# ---- irq_ctrl ----
irq_ctrl, I/O nets highlighted:
Scale bar: 20 µm.
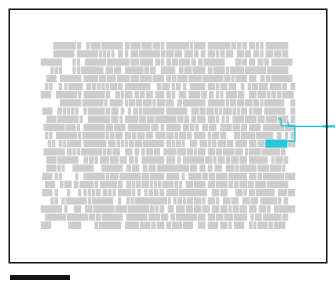
irq_ctrl, congestion heat map:
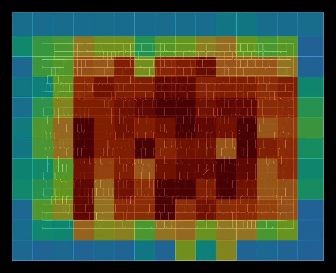
<file path="src/rtl/irq_ctrl.sv">
//==============================================================================
// Module   : irq_ctrl
// Function : 65C02 bus-mapped interrupt controller, up to 8 sources onto IRQ/NMI.
// Revision : 1.0 - initial release
//==============================================================================
`default_nettype none

module irq_ctrl #(
  parameter int          NUM_IRQ     = 8,
  parameter logic [15:0] BASE_ADDR   = 16'hD000,
  parameter int          SYNC_STAGES = 2
) (
  input  logic               PHI_2,
  input  logic               RES,
  input  logic [15:0]        AB,
  input  logic [7:0]         DB_IN,
  input  logic               RW,
  output logic [7:0]         DB_OUT,
  output logic               DB_OE,
  input  logic [NUM_IRQ-1:0] SRC,
  output logic               IRQ_N,
  output logic               NMI_N
);

  localparam logic [2:0] c_OFF_PEND   = 3'd0;
  localparam logic [2:0] c_OFF_MASK   = 3'd1;
  localparam logic [2:0] c_OFF_MODE   = 3'd2;
  localparam logic [2:0] c_OFF_NMISEL = 3'd3;
  localparam logic [2:0] c_OFF_VEC    = 3'd4;

  logic [SYNC_STAGES-1:0][NUM_IRQ-1:0] sync_q;
  logic [NUM_IRQ-1:0] prev_q;
  logic [NUM_IRQ-1:0] stored_q, stored_d;
  logic [NUM_IRQ-1:0] mask_q, mask_d;
  logic [NUM_IRQ-1:0] mode_q, mode_d;
  logic [NUM_IRQ-1:0] nmisel_q, nmisel_d;
  logic               irq_n_q, irq_n_d;
  logic               nmi_n_q, nmi_n_d;

  logic               w_hit;
  logic               w_wr_en;
  logic [NUM_IRQ-1:0] w_wdata;
  logic [NUM_IRQ-1:0] w_synced;
  logic [NUM_IRQ-1:0] w_rise;
  logic [NUM_IRQ-1:0] w_w1c;
  logic [NUM_IRQ-1:0] w_mode_chg;
  logic [NUM_IRQ-1:0] w_pend;
  logic [NUM_IRQ-1:0] w_active;
  logic [2:0]         w_vec_idx;
  logic               w_vec_any;
  logic [7:0]         w_rdata;

  assign w_hit    = (AB[15:3] == BASE_ADDR[15:3]);
  assign w_wr_en  = w_hit & ~RW;
  assign w_wdata  = DB_IN[NUM_IRQ-1:0];
  assign w_synced = sync_q[SYNC_STAGES-1];
  assign w_rise   = w_synced & ~prev_q & mode_q;

  // Level channels report the delayed level so both modes share one latency.
  assign w_pend   = (mode_q & stored_q) | (~mode_q & prev_q);
  assign w_active = w_pend & mask_q;

  always_comb begin
    mask_d     = mask_q;
    mode_d     = mode_q;
    nmisel_d   = nmisel_q;
    w_w1c      = '0;
    w_mode_chg = '0;
    if (w_wr_en) begin
      case (AB[2:0])
        c_OFF_PEND:   w_w1c = w_wdata & mode_q;
        c_OFF_MASK:   mask_d = w_wdata;
        c_OFF_MODE: begin
          mode_d     = w_wdata;
          w_mode_chg = w_wdata ^ mode_q;
        end
        c_OFF_NMISEL: nmisel_d = w_wdata;
        default:      ;
      endcase
    end
    // Set wins over a same-cycle clear.
    stored_d = (stored_q & ~w_w1c & ~w_mode_chg) | w_rise;
    irq_n_d  = ~|(w_active & ~nmisel_q);
    nmi_n_d  = ~|(w_active & nmisel_q);
  end

  always_ff @(posedge PHI_2) begin
    if (RES) begin
      sync_q   <= '0;
      prev_q   <= '0;
      stored_q <= '0;
      mask_q   <= '0;
      mode_q   <= '0;
      nmisel_q <= '0;
      irq_n_q  <= 1'b1;
      nmi_n_q  <= 1'b1;
    end else begin
      sync_q   <= {sync_q[SYNC_STAGES-2:0], SRC};
      prev_q   <= w_synced;
      stored_q <= stored_d;
      mask_q   <= mask_d;
      mode_q   <= mode_d;
      nmisel_q <= nmisel_d;
      irq_n_q  <= irq_n_d;
      nmi_n_q  <= nmi_n_d;
    end
  end

  // Descending scan so the lowest-indexed active channel wins.
  always_comb begin
    w_vec_idx = 3'd0;
    w_vec_any = 1'b0;
    for (int i = NUM_IRQ - 1; i >= 0; i--) begin
      if (w_active[i]) begin
        w_vec_idx = 3'(i);
        w_vec_any = 1'b1;
      end
    end
  end

  always_comb begin
    w_rdata = 8'h00;
    case (AB[2:0])
      c_OFF_PEND:   w_rdata = 8'(w_pend);
      c_OFF_MASK:   w_rdata = 8'(mask_q);
      c_OFF_MODE:   w_rdata = 8'(mode_q);
      c_OFF_NMISEL: w_rdata = 8'(nmisel_q);
      c_OFF_VEC:    w_rdata = {~w_vec_any, 4'b0000, w_vec_idx};
      default:      w_rdata = 8'h00;
    endcase
  end

  assign DB_OE  = w_hit & RW;
  assign DB_OUT = DB_OE ? w_rdata : 8'h00;
  assign IRQ_N  = irq_n_q;
  assign NMI_N  = nmi_n_q;

endmodule

`default_nettype wire

</file>
<file path="config.mk">
export PLATFORM = sky130hd
export DESIGN_NAME = irq_ctrl
export DESIGN_NICKNAME = d
export VERILOG_FILES = /design/src/rtl/irq_ctrl.sv
export SDC_FILE = /design/constraint.sdc
export NUM_CORES = 1
export LEC_CHECK = 0
export ABC_AREA = 1
export CAP_MARGIN = 5
export CORE_ASPECT_RATIO = 0.75
export CORE_MARGIN = 10
export CORE_UTILIZATION = 53
export DETAILED_ROUTE_END_ITERATION = 7
export PLACE_DENSITY = 0.82
export SLEW_MARGIN = 20
export SYNTH_ARGS = -nofsm -noshare
export SYNTH_HDL_FRONTEND = slang
export SYNTH_SLANG_ARGS = --single-unit
</file>
<file path="constraint.sdc">
create_clock -name PHI_2 -period 1.6 [get_ports PHI_2]
set_input_delay 0.16 -clock PHI_2 [delete_from_list [all_inputs] [get_ports PHI_2]]
set_output_delay 0.16 -clock PHI_2 [all_outputs]
set_load 0.005 [all_outputs]
</file>
==> impl_report.txt <==
IMPLEMENTATION SUMMARY REPORT
----------------------------------------------------
[Layout]
  Layout Nets ........................ 595
  FF+latch area ........................ 1180 µm²
  Layout cell share with drive strength beyond 1 ........................ 0.436
  Post-layout util ........................ 0.900
  Area growth from synthesis to layout ........................ 65.5%

[Routing]
  Via Count ........................ around 4000
  DRC viols ........................ 2

[Clocking]
  Number of levels the H-tree was split into ........................ 3
  Clk latency late pin ........................ approximately 370 ps
  Sinks on the clock net ........................ 58
  Number of hold buffers added after cts ........................ 0

[Synthesis]
  Largest cells by area ........................ dfxtp_1, inv_1, nor2_1
  Post-Synthesis Cells ........................ 400
  Average size of a mapped cell ........................ 7.24 µm²
  Post-synth EDFFs ........................ 0
  Net count after synthesis ........................ 443
  Area fraction in mux cells ........................ 0
  Library cell with the largest summed area after synthesis ........................ dfxtp_1
  Number of distinct library cell variants in the gate-level netlist after synthesis ........................ 36
  Leading cell type by number of instances after synthesis ........................ inv_1
  Post-synth ARST share ........................ 0
  Top non-seq family ........................ simple AND/OR/NAND/NOR gates
  Sequential fraction of the synthesis area ........................ 0.401
  Compound-gate portion of the synthesized area ........................ 0.190
  Chip area estimate from yosys synthesis ........................ approximately 2900 µm²
  Area share of and/or/nand/nor cells after synthesis ........................ 0.258

[Run]
  OpenROAD warning count ........................ 28

[Critical path]
  Required time of the critical path ........................ ~1400 ps
  Worst reg2reg path endpoint ........................ NMI_N

[Floorplan]
  Initial Utilization ........................ 0.544
  Die height ........................ 84.0 µm
  Area of the die ........................ slightly below 9000 µm²

[Power]
  Power consumed by the clock network ........................ 1.58 mW
  Leakage dissipation ........................ roughly 2.0 nW
  Largest voltage drop on the vdd net ........................ 0.597 mV
  Power group with the highest consumption ........................ the clock network

[Run status]
  Run status ........................ complete, but fails checks
  Violations in the final reports ........................ DRC, setup timing

[GRT]
  Number of antenna violations at the first check in global routing ........................ 1
  GRT Residual Overflow ........................ 0
  Global-route wire length before repair ........................ about 19 mm

[Placement]
  Post-Place Setup Slack ........................ -677 ps

[Min path]
  Type of the worst min-delay path ........................ in2reg
  Number of instances on the worst hold path ........................ 3

[Timing]
  F_max ........................ 0.505 GHz
  Unrepaired setup endpoints after global routing ........................ yes
  Slack of the critical path ........................ -382 ps
  Final Setup Violations ........................ 32

----------------------------------------------------
Notes on 'I/O nets highlighted' of irq_ctrl above:
- cyan: `NMI_N` (bits 1; direction output; end cells 1; buffers 1; wire 29.5 µm)
input/output buffers: 45
boundary pin count: 46

Notes on 'congestion heat map' of irq_ctrl above:
global routing usage on met1: 0.282
layer with the highest usage: met2
overall fraction of global-route tracks in use: 0.262
met3 layer usage reported by global route: 0.103

-- critical path, cell delays in order (launching register included) --
cell and delay [ps]:
dfxtp_2 340, o21ai_0 270, buf_4 200, nand2_4 80
nand2_2 90, nand2_2 60, nand2_2 70, nand2_2 60
nand2_2 80, a21oi_2 60, buf_2 140
-- layout make-up --
type | count | share of cell area
clock inverter | 5 | 0.0162
timing repair buffer | 150 | 0.260
sequential | 58 | 0.246
antenna | 1 | 0.000522
clock buffer | 11 | 0.0295
multi-input combinational | 256 | 0.365
inverter | 77 | 0.0629
tap | 75 | 0.0196
-- state kept, by name, summed over array words and instances, names as in the netlist --
signal    flops
w_synced      8
nmisel_q      8
NMI_N         1
sync_q        8
stored_q      8
mode_q        8
IRQ_N         1
mask_q        8
prev_q        8
-- layer usage --
layer | up-vias | part of all wire | track usage
met1 | 1820 | 0.33 | 0.282
met3 | 170 | 0.15 | 0.103
met5 | - | 0 | 0
met2 | 457 | 0.43 | 0.410
met4 | 0 | 0.088 | 0.189
li1 | 1601 | - | -

# ---- bus_arbiter_rr_flat ----
bus_arbiter_rr_flat, I/O nets highlighted:
Scale bar: 10 µm.
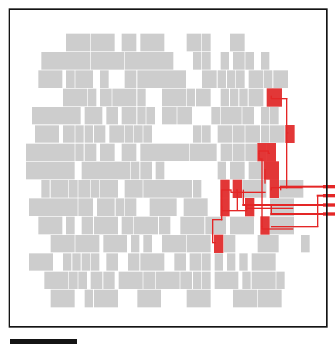
bus_arbiter_rr_flat, register map, names as in the netlist:
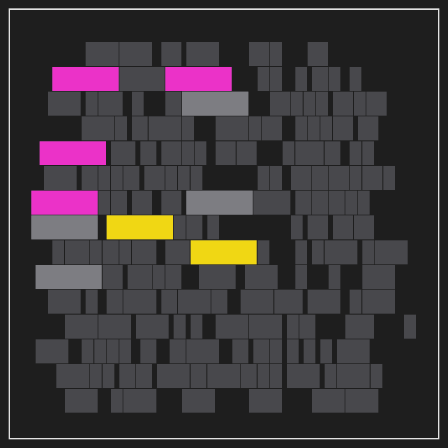
--- src/rtl/bus_arbiter_rr_if.sv ---
// rtl/bus_arbiter_rr_if.sv - requester/arbiter bundle for the shared decoder address bus
interface bus_arbiter_rr_if #(
  parameter int NREQ   = 4,
  parameter int ADDR_W = 4
);
  logic [NREQ-1:0]        req;
  logic [NREQ*ADDR_W-1:0] addr_in;
  logic [NREQ-1:0]        done;
  logic [NREQ-1:0]        gnt;
  logic [ADDR_W-1:0]      bus_addr;
  logic                   bus_valid;
  logic                   busy;
  logic                   timeout_err;

  // master: the requester side; slave: the arbiter
  modport master (
    output req, addr_in, done,
    input  gnt, bus_addr, bus_valid, busy, timeout_err
  );

  modport slave (
    input  req, addr_in, done,
    output gnt, bus_addr, bus_valid, busy, timeout_err
  );
endinterface

--- src/rtl/bus_arbiter_rr.sv ---
// rtl/bus_arbiter_rr.sv - round-robin owner arbiter for the decoder address bus
// Optional ownership watchdog enabled by defining ARB_TIMEOUT_EN.
module bus_arbiter_rr #(
  parameter int NREQ    = 4,
  parameter int ADDR_W  = 4,
  parameter int TMO_CYC = 15
) (
  input logic             clk,
  input logic             rst,
  bus_arbiter_rr_if.slave bus
);
  localparam logic [1:0] S_IDLE    = 2'd0;
  localparam logic [1:0] S_GRANT   = 2'd1;
  localparam logic [1:0] S_RELEASE = 2'd2;

  if (NREQ != 4 || TMO_CYC < 1) begin : g_bad_cfg
    $error("bus_arbiter_rr: NREQ must be 4 and TMO_CYC at least 1");
  end

  logic [1:0]        state;
  logic [1:0]        own;
  logic [1:0]        ptr;
  logic [NREQ-1:0]   gnt_q;
  logic              pick_found;
  logic [1:0]        pick_idx;
  logic              normal_rel;
  logic              expire;
  logic [ADDR_W-1:0] addr_arr [NREQ];

  for (genvar i = 0; i < NREQ; i++) begin : g_addr
    assign addr_arr[i] = bus.addr_in[i*ADDR_W +: ADDR_W];
  end

  // Scan downward so the lowest offset from ptr is the one left standing.
  always_comb begin
    pick_found = 1'b0;
    pick_idx   = ptr;
    for (int k = NREQ - 1; k >= 0; k--) begin
      if (bus.req[ptr + 2'(k)]) begin
        pick_found = 1'b1;
        pick_idx   = ptr + 2'(k);
      end
    end
  end

  assign normal_rel = bus.done[own] | ~bus.req[own];

`ifdef ARB_TIMEOUT_EN
  localparam int CW = $clog2(TMO_CYC + 1);

  logic [CW-1:0] wd_cnt;
  logic          terr_q;

  // Held at zero outside GRANT, so every new ownership starts a fresh count.
  always_ff @(posedge clk) begin
    if (rst || state != S_GRANT) begin
      wd_cnt <= '0;
    end else begin
      wd_cnt <= wd_cnt + 1'b1;
    end
  end

  assign expire = (state == S_GRANT) && (wd_cnt == CW'(TMO_CYC - 1));

  // A genuine release on the expiry cycle wins, so no error is flagged.
  always_ff @(posedge clk) begin
    if (rst) begin
      terr_q <= 1'b0;
    end else begin
      terr_q <= expire & ~normal_rel;
    end
  end

  assign bus.timeout_err = terr_q;
`else
  assign expire          = 1'b0;
  assign bus.timeout_err = 1'b0;
`endif

  always_ff @(posedge clk) begin
    if (rst) begin
      state <= S_IDLE;
      own   <= '0;
      ptr   <= '0;
      gnt_q <= '0;
    end else begin
      case (state)
        S_GRANT: begin
          if (normal_rel || expire) begin
            state <= S_RELEASE;
            gnt_q <= '0;
          end
        end
        default: begin
          if (pick_found) begin
            state <= S_GRANT;
            own   <= pick_idx;
            ptr   <= pick_idx + 2'd1;
            gnt_q <= NREQ'(1) << pick_idx;
          end else begin
            state <= S_IDLE;
            gnt_q <= '0;
          end
        end
      endcase
    end
  end

  assign bus.gnt       = gnt_q;
  assign bus.bus_valid = |gnt_q;
  assign bus.busy      = (state != S_IDLE);
  assign bus.bus_addr  = (state == S_GRANT) ? addr_arr[own] : '0;
endmodule

--- src/flat_wrapper.sv ---
// flat-port wrapper written by rule: the top's interface ports become plain ports
module bus_arbiter_rr_flat 
#(
  parameter int NREQ    = 4,
  parameter int ADDR_W  = 4,
  parameter int TMO_CYC = 15
)
  (clk, rst, bus_req, bus_addr_in, bus_done, bus_gnt, bus_bus_addr, bus_bus_valid, bus_busy, bus_timeout_err);
  bus_arbiter_rr_if #(.NREQ(NREQ), .ADDR_W(ADDR_W)) bus_i ();
  input logic clk;
  input logic rst;
  input wire logic [$bits(bus_i.req)-1:0] bus_req;
  input wire logic [$bits(bus_i.addr_in)-1:0] bus_addr_in;
  input wire logic [$bits(bus_i.done)-1:0] bus_done;
  output wire logic [$bits(bus_i.gnt)-1:0] bus_gnt;
  output wire logic [$bits(bus_i.bus_addr)-1:0] bus_bus_addr;
  output wire logic [$bits(bus_i.bus_valid)-1:0] bus_bus_valid;
  output wire logic [$bits(bus_i.busy)-1:0] bus_busy;
  output wire logic [$bits(bus_i.timeout_err)-1:0] bus_timeout_err;
  assign bus_i.req = bus_req;
  assign bus_i.addr_in = bus_addr_in;
  assign bus_i.done = bus_done;
  assign bus_gnt = bus_i.gnt;
  assign bus_bus_addr = bus_i.bus_addr;
  assign bus_bus_valid = bus_i.bus_valid;
  assign bus_busy = bus_i.busy;
  assign bus_timeout_err = bus_i.timeout_err;
  bus_arbiter_rr #(.NREQ(NREQ), .ADDR_W(ADDR_W), .TMO_CYC(TMO_CYC)) u_core (.clk(clk), .rst(rst), .bus(bus_i));
endmodule
--- config.mk ---
export PLATFORM = sky130hd
export DESIGN_NAME = bus_arbiter_rr_flat
export DESIGN_NICKNAME = d
export VERILOG_FILES = /design/src/rtl/bus_arbiter_rr_if.sv /design/src/rtl/bus_arbiter_rr.sv /design/src/flat_wrapper.sv
export SDC_FILE = /design/constraint.sdc
export NUM_CORES = 1
export LEC_CHECK = 0
export ABC_AREA = 1
export CAP_MARGIN = 40
export CORE_MARGIN = 2
export CORE_UTILIZATION = 46
export CTS_BUF_LIST = sky130_fd_sc_hd__clkbuf_4 sky130_fd_sc_hd__clkbuf_8
export DETAILED_ROUTE_END_ITERATION = 6
export PLACE_DENSITY = 0.86
export SETUP_SLACK_MARGIN = 0.15
export SYNTH_ARGS = -nofsm -noshare
export SYNTH_HDL_FRONTEND = slang
export SYNTH_SLANG_ARGS = --single-unit
--- constraint.sdc ---
create_clock -name clk -period 3.8 [get_ports clk]
set_input_delay 0.76 -clock clk [delete_from_list [all_inputs] [get_ports clk]]
set_output_delay 0.76 -clock clk [all_outputs]
set_load 0.01 [all_outputs]
==> impl_report.txt <==
IMPLEMENTATION SUMMARY REPORT
----------------------------------------------------
[GRT]
  GRT Residual Overflow ........................ 0
  Global-route wire length before repair ........................ around 3.7 mm
  Largest net degree at the start of global routing ........................ 13
  GRT met2 Usage ........................ 0.386
  Number of antenna violations at the first check in global routing ........................ 0

[Timing]
  Number of endpoints with negative hold slack in the final report ........................ 0
  Final Setup Violations ........................ 0
  Final worst path period need ........................ between 2000 and 3000 ps
  Smallest hold slack ........................ approximately 490 ps
  Number of pins exceeding their max-slew limit in the final report ........................ 0
  Share of the cycle needed by the critical path after routing ........................ 0.773
  Slack of the critical path ........................ around 860 ps

[Layout]
  Layout Nets ........................ 204
  Most frequent cells in the layout ........................ clkdlybuf4s50_1, nand2_1, nor2_1
  Antenna Cells ........................ 0
  Post-layout instance count excluding filler cells ........................ 202
  Highest-count logic cell in the final layout ........................ clkdlybuf4s50_1
  Area growth from synthesis to layout ........................ 45.9%
  Layout cell share with drive strength beyond 1 ........................ 0.164
  Max FFs per register ........................ 4
  Summed area of non-filler cells in the final layout ........................ 1240 µm²

[Min path]
  Type of the worst min-delay path ........................ reg2reg

[Routing]
  Number of antenna-violating nets in the routed design ........................ 0
  Wire length on met2 ........................ 1.07 mm
  WL met3 ........................ 57 µm
  Initial drt markers ........................ 15
  Via Count ........................ 981

[Floorplan]
  Chip Width ........................ 47.0 µm
  Floorplan row count ........................ 15
  Area of the core ........................ 1730 µm²
  Area of the die ........................ 2210 µm²

[Placement]
  Dpl cell area ........................ roughly 1200 µm²
  Placer's final routability congestion estimate ........................ 0.886
  Instance count after placement with tap cells included ........................ just under 200

[Critical path]
  Data arrival time of the critical path ........................ 2180 ps
  Element type at the critical path end ........................ primary output
  Source of the worst register-to-register timing path ........................ u_core.ptr[0]
  Critical path type ........................ in2out
  Worst reg2reg path endpoint ........................ u_core.ptr[1]
  Internal reg-to-reg setup slack ........................ 2050 ps
  Crit Path Max Fanout ........................ 1

[Power]
  Comb group ........................ just under 600 µW
  Switching power summed over all nets ........................ 423 µW
  Power consumed by the clock network ........................ about 97 µW
  Leakage dissipation ........................ between 0.5 and 0.6 nW
  Internal Power ........................ 460 µW
  Total design power ........................ 884 µW
  Sw frac ........................ 0.479
  Clock share of power ........................ 0.110

[Synthesis]
  Count of instantiated cells in the yosys netlist ........................ 142
  Average size of a mapped cell ........................ 5.99 µm²
  Largest cells by area ........................ dfxtp_1, nand2_1, nand2_2
  Seq cells post-synth ........................ 10
  Library cell with the largest summed area after synthesis ........................ dfxtp_1
  Top cell area share ........................ 0.235
  Chip area estimate from yosys synthesis ........................ ~850 µm²
  Number of warnings issued by yosys ........................ 0
  Mapped Area ........................ about 850 µm²
  Post-Synthesis Cells ........................ 142

[Clocking]
  Root Driver ........................ clkbuf_4
  Number of levels the H-tree was split into ........................ 1
  Total CTS buffers ........................ 3
  Clock slew seen by the registers of the worst setup and hold paths ........................ 60 ps

[Run]
  Max-cap viol count ........................ 0

[Run status]
  Run status ........................ completed

----------------------------------------------------
Notes on 'I/O nets highlighted' of bus_arbiter_rr_flat above:
- red: `bus_req` (bits 4; direction input; end cells 12; buffers 4; wire 115 µm)
boundary pin count: 37
input/output buffers: 35

Notes on 'register map, names as in the netlist' of bus_arbiter_rr_flat above:
- yellow: `u_core.own` (flops 2)
- magenta: `u_core.bus.gnt` (flops 4; where top left)
- not colored: 4
flip-flop and latch power: 198 µW
FF+latch area: 200 µm²
post-layout util: 0.719

kinds of logic (layout without fill, tap and decap cells):
group	after synthesis	after routing	synth area share
DFF	10	10	0.235
buffers and inverters	23	58	0.128
and+or+nand+nor	85	85	0.478
AOI/OAI and AO/OA	23	23	0.154
other	1	1	0.00441
cell usage after synthesis:
cell,instances
nor2_2,3
inv_2,1
o221ai_1,2
buf_1,1
nand2_2,14
buf_4,1
buf_6,1
nand2_4,1
or2_2,1
a21oi_2,1
nand4_1,2
inv_4,1
nand2_1,30
inv_1,16
dfxtp_1,10
and2_1,1
nand3_2,2
or4_1,1
inv_8,1
nor2_1,21
nand3_1,9
a211oi_1,1
a21oi_1,10
buf_2,1
conb_1,1
o211ai_1,1
o21ai_0,8
final cells by class:
| type | instances | area share |
|---|---|---|
| multi-input combinational | 109 | 0.436 |
| sequential | 10 | 0.161 |
| inverter | 19 | 0.0655 |
| tap | 25 | 0.0252 |
| timing repair buffer | 35 | 0.282 |
| clock buffer | 4 | 0.0292 |
critical path: stages:
cell and delay [ps]:
clkdlybuf4s50_1 450, nor2_1 40, nor2_1 90, o21ai_0 90, a21oi_1 180, clkdlybuf4s50_1 560

# ---- alu_issue_stage ----
alu_issue_stage, met1 routing:
Supply wires on this layer in gray. Cells faint in the background.
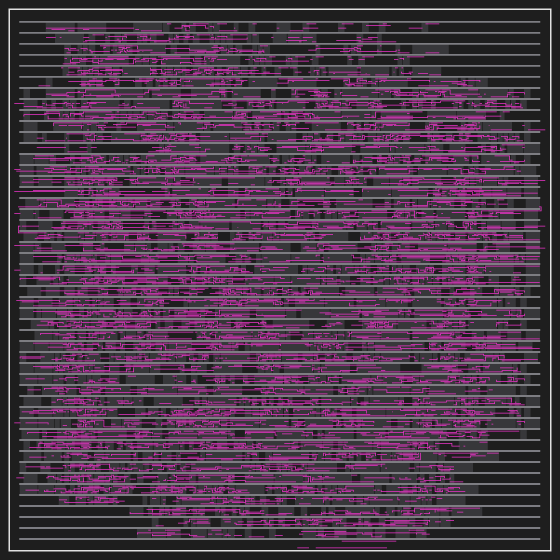
alu_issue_stage, congestion heat map:
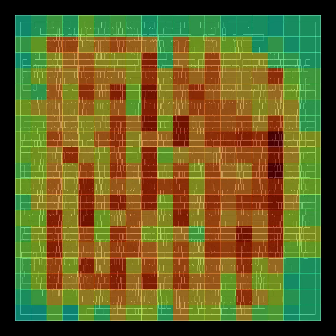
alu_issue_stage, register map, names as in the netlist:
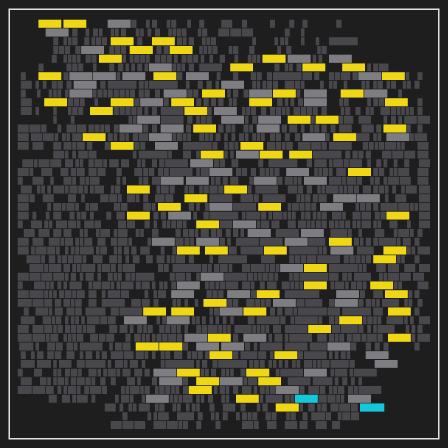
**src/rtl/alu_issue_stage.sv**
```systemverilog
// rtl/alu_issue_stage.sv - MIPS decode, ALU operand select and 2-entry skid ID/EX stage
module alu_issue_stage #(
  parameter int WIDTH = 32,
  parameter int RA_W  = 5
) (
  input  logic             clk,
  input  logic             rst,
  input  logic             flush,
  input  logic             in_valid,
  output logic             in_ready,
  input  logic [31:0]      in_instr,
  input  logic [WIDTH-1:0] in_rs_data,
  input  logic [WIDTH-1:0] in_rt_data,
  output logic             out_valid,
  input  logic             out_ready,
  output logic [WIDTH-1:0] out_a,
  output logic [WIDTH-1:0] out_b,
  output logic [3:0]       out_aluop,
  output logic [RA_W-1:0]  out_dest,
  output logic             out_we,
  output logic             out_illegal
);

  localparam logic [3:0] OP_ADD = 4'b0000, OP_SUB = 4'b0001, OP_AND = 4'b0010,
                         OP_OR  = 4'b0011, OP_XOR = 4'b0100, OP_SLL = 4'b0101,
                         OP_SRL = 4'b0110, OP_NOR = 4'b0111, OP_LT  = 4'b1000,
                         OP_EQ  = 4'b1010, OP_NE  = 4'b1011, OP_SRA = 4'b1110;

  typedef struct packed {
    logic [WIDTH-1:0] a;
    logic [WIDTH-1:0] b;
    logic [3:0]       aluop;
    logic [RA_W-1:0]  dest;
    logic             we;
    logic             illegal;
  } entry_t;

  typedef enum logic [1:0] {EMPTY, ONE, TWO} state_t;

  logic [5:0]  op, funct;
  logic [4:0]  rt_idx, rd_idx, shamt;
  logic [15:0] imm;
  logic        unused_ok;

  assign op        = in_instr[31:26];
  assign rt_idx    = in_instr[20:16];
  assign rd_idx    = in_instr[15:11];
  assign shamt     = in_instr[10:6];
  assign funct     = in_instr[5:0];
  assign imm       = in_instr[15:0];
  assign unused_ok = ^in_instr[25:21];

  entry_t dec;

  always_comb begin
    dec         = '0;
    dec.a       = in_rs_data;
    dec.b       = {{(WIDTH-16){imm[15]}}, imm};
    dec.dest    = RA_W'(rt_idx);
    dec.we      = 1'b1;
    dec.aluop   = OP_ADD;
    case (op)
      6'h00: begin
        dec.dest = RA_W'(rd_idx);
        dec.b    = in_rt_data;
        case (funct)
          6'h20, 6'h21: dec.aluop = OP_ADD;
          6'h22, 6'h23: dec.aluop = OP_SUB;
          6'h24:        dec.aluop = OP_AND;
          6'h25:        dec.aluop = OP_OR;
          6'h26:        dec.aluop = OP_XOR;
          6'h27:        dec.aluop = OP_NOR;
          6'h2A, 6'h2B: dec.aluop = OP_LT;
          6'h00, 6'h02, 6'h03: begin
            dec.a     = in_rt_data;
            dec.b     = {{(WIDTH-5){1'b0}}, shamt};
            dec.aluop = (funct == 6'h00) ? OP_SLL : (funct == 6'h02) ? OP_SRL : OP_SRA;
          end
          6'h04, 6'h06, 6'h07: begin
            dec.a     = in_rt_data;
            dec.b     = in_rs_data;
            dec.aluop = (funct == 6'h04) ? OP_SLL : (funct == 6'h06) ? OP_SRL : OP_SRA;
          end
          default: dec.illegal = 1'b1;
        endcase
      end
      6'h08, 6'h09, 6'h23: dec.aluop = OP_ADD;
      6'h0A:               dec.aluop = OP_LT;
      6'h0C: begin dec.aluop = OP_AND; dec.b = {{(WIDTH-16){1'b0}}, imm}; end
      6'h0D: begin dec.aluop = OP_OR;  dec.b = {{(WIDTH-16){1'b0}}, imm}; end
      6'h0E: begin dec.aluop = OP_XOR; dec.b = {{(WIDTH-16){1'b0}}, imm}; end
      6'h0F: begin
        dec.aluop = OP_SLL;
        dec.a     = {{(WIDTH-16){1'b0}}, imm};
        dec.b     = WIDTH'(16);
      end
      6'h2B: dec.we = 1'b0;
      6'h04, 6'h05: begin
        dec.aluop = (op == 6'h04) ? OP_EQ : OP_NE;
        dec.b     = in_rt_data;
        dec.we    = 1'b0;
      end
      default: dec.illegal = 1'b1;
    endcase
    // Unsupported encodings still flow down the pipe, but as an inert entry.
    if (dec.illegal) begin
      dec         = '0;
      dec.illegal = 1'b1;
    end
    if (dec.dest == '0) dec.we = 1'b0;
  end

  state_t state, state_nxt;
  entry_t main_q, skid_q, main_nxt;
  logic   in_ready_q;
  logic   load_main, load_skid;
  logic   in_hs, out_hs;

  assign in_ready  = in_ready_q & ~rst;
  assign out_valid = ~rst & (state != EMPTY);
  assign in_hs     = in_valid & in_ready;
  assign out_hs    = out_valid & out_ready;

  always_comb begin
    state_nxt = state;
    load_main = 1'b0;
    load_skid = 1'b0;
    main_nxt  = dec;
    if (flush) begin
      state_nxt = EMPTY;
    end else begin
      case (state)
        EMPTY: if (in_hs) begin state_nxt = ONE; load_main = 1'b1; end
        ONE: begin
          if (in_hs && !out_hs) begin
            state_nxt = TWO;
            load_skid = 1'b1;
          end else if (in_hs && out_hs) begin
            load_main = 1'b1;
          end else if (out_hs) begin
            state_nxt = EMPTY;
          end
        end
        TWO: if (out_hs) begin
          state_nxt = ONE;
          load_main = 1'b1;
          main_nxt  = skid_q;
        end
        default: state_nxt = EMPTY;
      endcase
    end
  end

  always_ff @(posedge clk) begin
    if (rst) begin
      state      <= EMPTY;
      in_ready_q <= 1'b0;
      main_q     <= '0;
      skid_q     <= '0;
    end else begin
      state      <= state_nxt;
      in_ready_q <= (state_nxt != TWO);
      if (load_main) main_q <= main_nxt;
      if (load_skid) skid_q <= dec;
    end
  end

  entry_t shown;
  assign shown       = out_valid ? main_q : '0;
  assign out_a       = shown.a;
  assign out_b       = shown.b;
  assign out_aluop   = shown.aluop;
  assign out_dest    = shown.dest;
  assign out_we      = shown.we;
  assign out_illegal = shown.illegal;

endmodule
```
**config.mk**
```make
export PLATFORM = sky130hd
export DESIGN_NAME = alu_issue_stage
export DESIGN_NICKNAME = d
export VERILOG_FILES = /design/src/rtl/alu_issue_stage.sv
export SDC_FILE = /design/constraint.sdc
export NUM_CORES = 1
export LEC_CHECK = 0
export ABC_AREA = 1
export CAP_MARGIN = 20
export CORE_MARGIN = 2
export CORE_UTILIZATION = 52
export CTS_BUF_LIST = sky130_fd_sc_hd__clkbuf_16
export CTS_CLUSTER_DIAMETER = 120
export DETAILED_ROUTE_END_ITERATION = 8
export PLACE_DENSITY_LB_ADDON = 0.3
export SLEW_MARGIN = 0
export SYNTH_ARGS = -nofsm -noshare
export SYNTH_HDL_FRONTEND = slang
export SYNTH_SLANG_ARGS = --single-unit
```
**constraint.sdc**
```tcl
create_clock -name clk -period 1.9 [get_ports clk]
set_input_delay 0.285 -clock clk [delete_from_list [all_inputs] [get_ports clk]]
set_output_delay 0.285 -clock clk [all_outputs]
set_load 0.02 [all_outputs]
```
==> impl_report.txt <==
IMPLEMENTATION SUMMARY REPORT
----------------------------------------------------
[Run status]
  Run status ........................ completed

[Timing]
  Worst clock skew on the final layout ........................ 6.92 ps
  Unrepaired setup endpoints after global routing ........................ yes
  Final worst path period need ........................ 1840 ps
  Final Setup Violations ........................ 0
  Least-Margin Pin Slew ........................ 643 ps
  Share of the cycle needed by the critical path after routing ........................ 0.969
  Slew margin rel. ........................ 0.571
  F_max ........................ roughly 0.54 GHz
  Final total negative setup slack ........................ 0 ps

[Routing]
  Wire length on met2 ........................ 13.8 mm
  Max layer used ........................ met4
  Post-detailed-route via-to-cell ratio ........................ 5.65

[Synthesis]
  Top cell area share ........................ 0.351
  Leading cell type by number of instances after synthesis ........................ nand2_1
  Chip area estimate from yosys synthesis ........................ 8720 µm²
  Post-synth ARST share ........................ 0
  Average size of a mapped cell ........................ 6.79 µm²
  Net count after synthesis ........................ ~1400
  Count of instantiated cells in the yosys netlist ........................ 1285
  Library cell with the largest summed area after synthesis ........................ dfxtp_1
  Post-synth EDFFs ........................ 0
  Number of distinct library cell variants in the gate-level netlist after synthesis ........................ 45
  Number of warnings issued by yosys ........................ 0
  Top cells by count ........................ nand2_1, a21oi_1, nor2_1, dfxtp_1

[Floorplan]
  Die height ........................ 134 µm
  Initial Utilization ........................ 0.530
  Floorplan row count ........................ 47
  Area of the die ........................ 17800 µm²

[Power]
  Power per cell area ........................ around 640 nW/µm²
  Total design power ........................ around 7.6 mW
  Comb group ........................ approximately 1.1 mW
  Internal Power ........................ 5.59 mW
  Sequential group share of total power ........................ 0.431
  Combinational share of power ........................ 0.149

[Layout]
  Area growth from synthesis to layout ........................ 36.7%
  Layout Nets ........................ 1616
  Most frequent cells in the layout ........................ nand2_1, a21oi_1, nor2_1

[Critical path]
  Worst reg2reg path endpoint ........................ main_q[63]
  Internal reg-to-reg setup slack ........................ 110 ps
  Crit Path Max Fanout ........................ 25
  Cells along the critical path ........................ nor2_1, nor2_2, inv_2, buf_12, nor2_1, clkdlybuf4s15_2
  Data arrival time of the critical path ........................ 1560 ps
  Most frequent cell on the critical path ........................ nor2_1
  Source of the worst register-to-register timing path ........................ state[1]
  Startpoint types ........................ flip-flop

[Run]
  Max-cap viol count ........................ 0

[GRT]
  Number of antenna violations at the first check in global routing ........................ 0
  Met3 layer usage reported by global route ........................ 0.0586
  Via count of the first global-routing pass ........................ 9149

[Placement]
  Input/output buffers ........................ 172
  Post-Place Setup Slack ........................ -517 ps

[Min path]
  Number of instances on the worst hold path ........................ 7
  Type of the worst min-delay path ........................ in2reg

[Clocking]
  Clock slew seen by the registers of the worst setup and hold paths ........................ around 60 ps
  Sinks on the clock net ........................ 153

----------------------------------------------------
About 'met1 routing' of alu_issue_stage:
- longest straight run: 52.9 µm
- main direction: horizontal
- nets with wire on the layer: 1465
- share of all routed wire: 41%
global routing usage on met1: 0.423
Via Count: 9876
Routed Wire Length: 29.3 mm

About 'congestion heat map' of alu_issue_stage:
layer with the highest usage: met2
GRT met2 Usage: 0.531
post-layout util: 0.724
average wire per standard cell: 16.7 µm
overall fraction of global-route tracks in use: 0.322

About 'register map, names as in the netlist' of alu_issue_stage:
- yellow: `main_q` (flops 75; where all over the die)
- cyan: `state` (flops 2)
- not colored: 76
flip-flop and latch power: 3.29 mW
flop share of the area: 0.257

critical path: cells and delay by family, from the launching register on:
kind | cells | cell delay, ps
AND/OR/NAND/NOR | 3 | 230
buffers and inverters | 3 | 570
flip-flops | 1 | 320
metrics by stage:
step / util / cell area (µm²)
global placement: 0.695 / 11400
global route: 0.724 / 11900
CTS: 0.733 / 12100
detailed placement: 0.695 / 11400
finish: 0.724 / 11900
floorplan: - / 8720
timing repair:
item                                    CTS  global route
setup buffers                             1             7
gates cloned                              1             1
pin swaps                                 1            14
hold buffers                              0             0
gates resized                           243           105
endpoints found under the setup margin  155           215
logic make-up after synthesis:
group	Yosys count	share of synthesized area
buf+inv	247	0.125
flops	153	0.351
simple gates	453	0.230
compound gates	432	0.294
final cells by class:
type | count | area (µm²)
multi-input combinational | 886 | 4660
fill | 1326 | 4550
sequential | 153 | 3060
timing repair buffer | 302 | 2770
inverter | 155 | 597
clock buffer | 17 | 425
tap | 220 | 275
clock inverter | 15 | 128
registers in the layout, indices dropped and copies added (netlist names):
signal / flops
in_ready_q: 1
main_q: 75
skid_q: 75
state: 2


## Gallery

The metal 2 layer.
Cells faint in the background.
Plate I
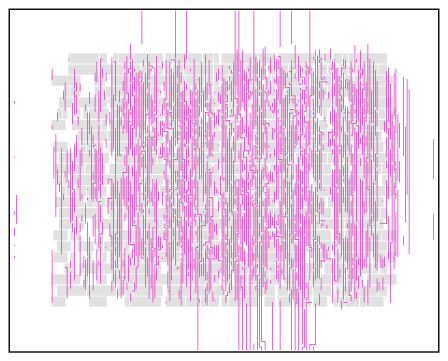
Plate II
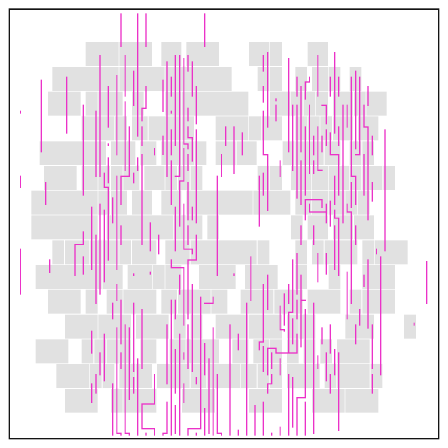
Plate III
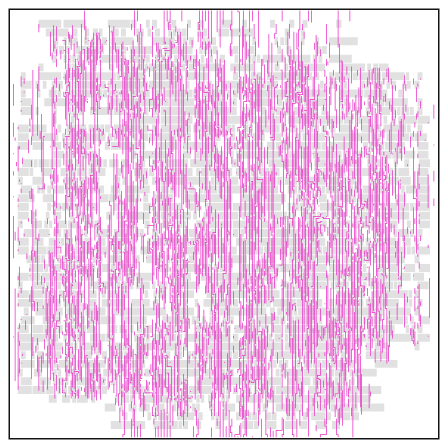
- Plate III = alu_issue_stage
- Plate II = bus_arbiter_rr_flat
- Plate I = irq_ctrl

Key to Plate II:
- wire length on this layer: 1070 µm
- nets with wire on the layer: 163
- share of all routed wire: 48%
- longest straight run: 14.8 µm
- main direction: vertical

Power figures rest on the tool's default switching activity, not on a simulated workload.
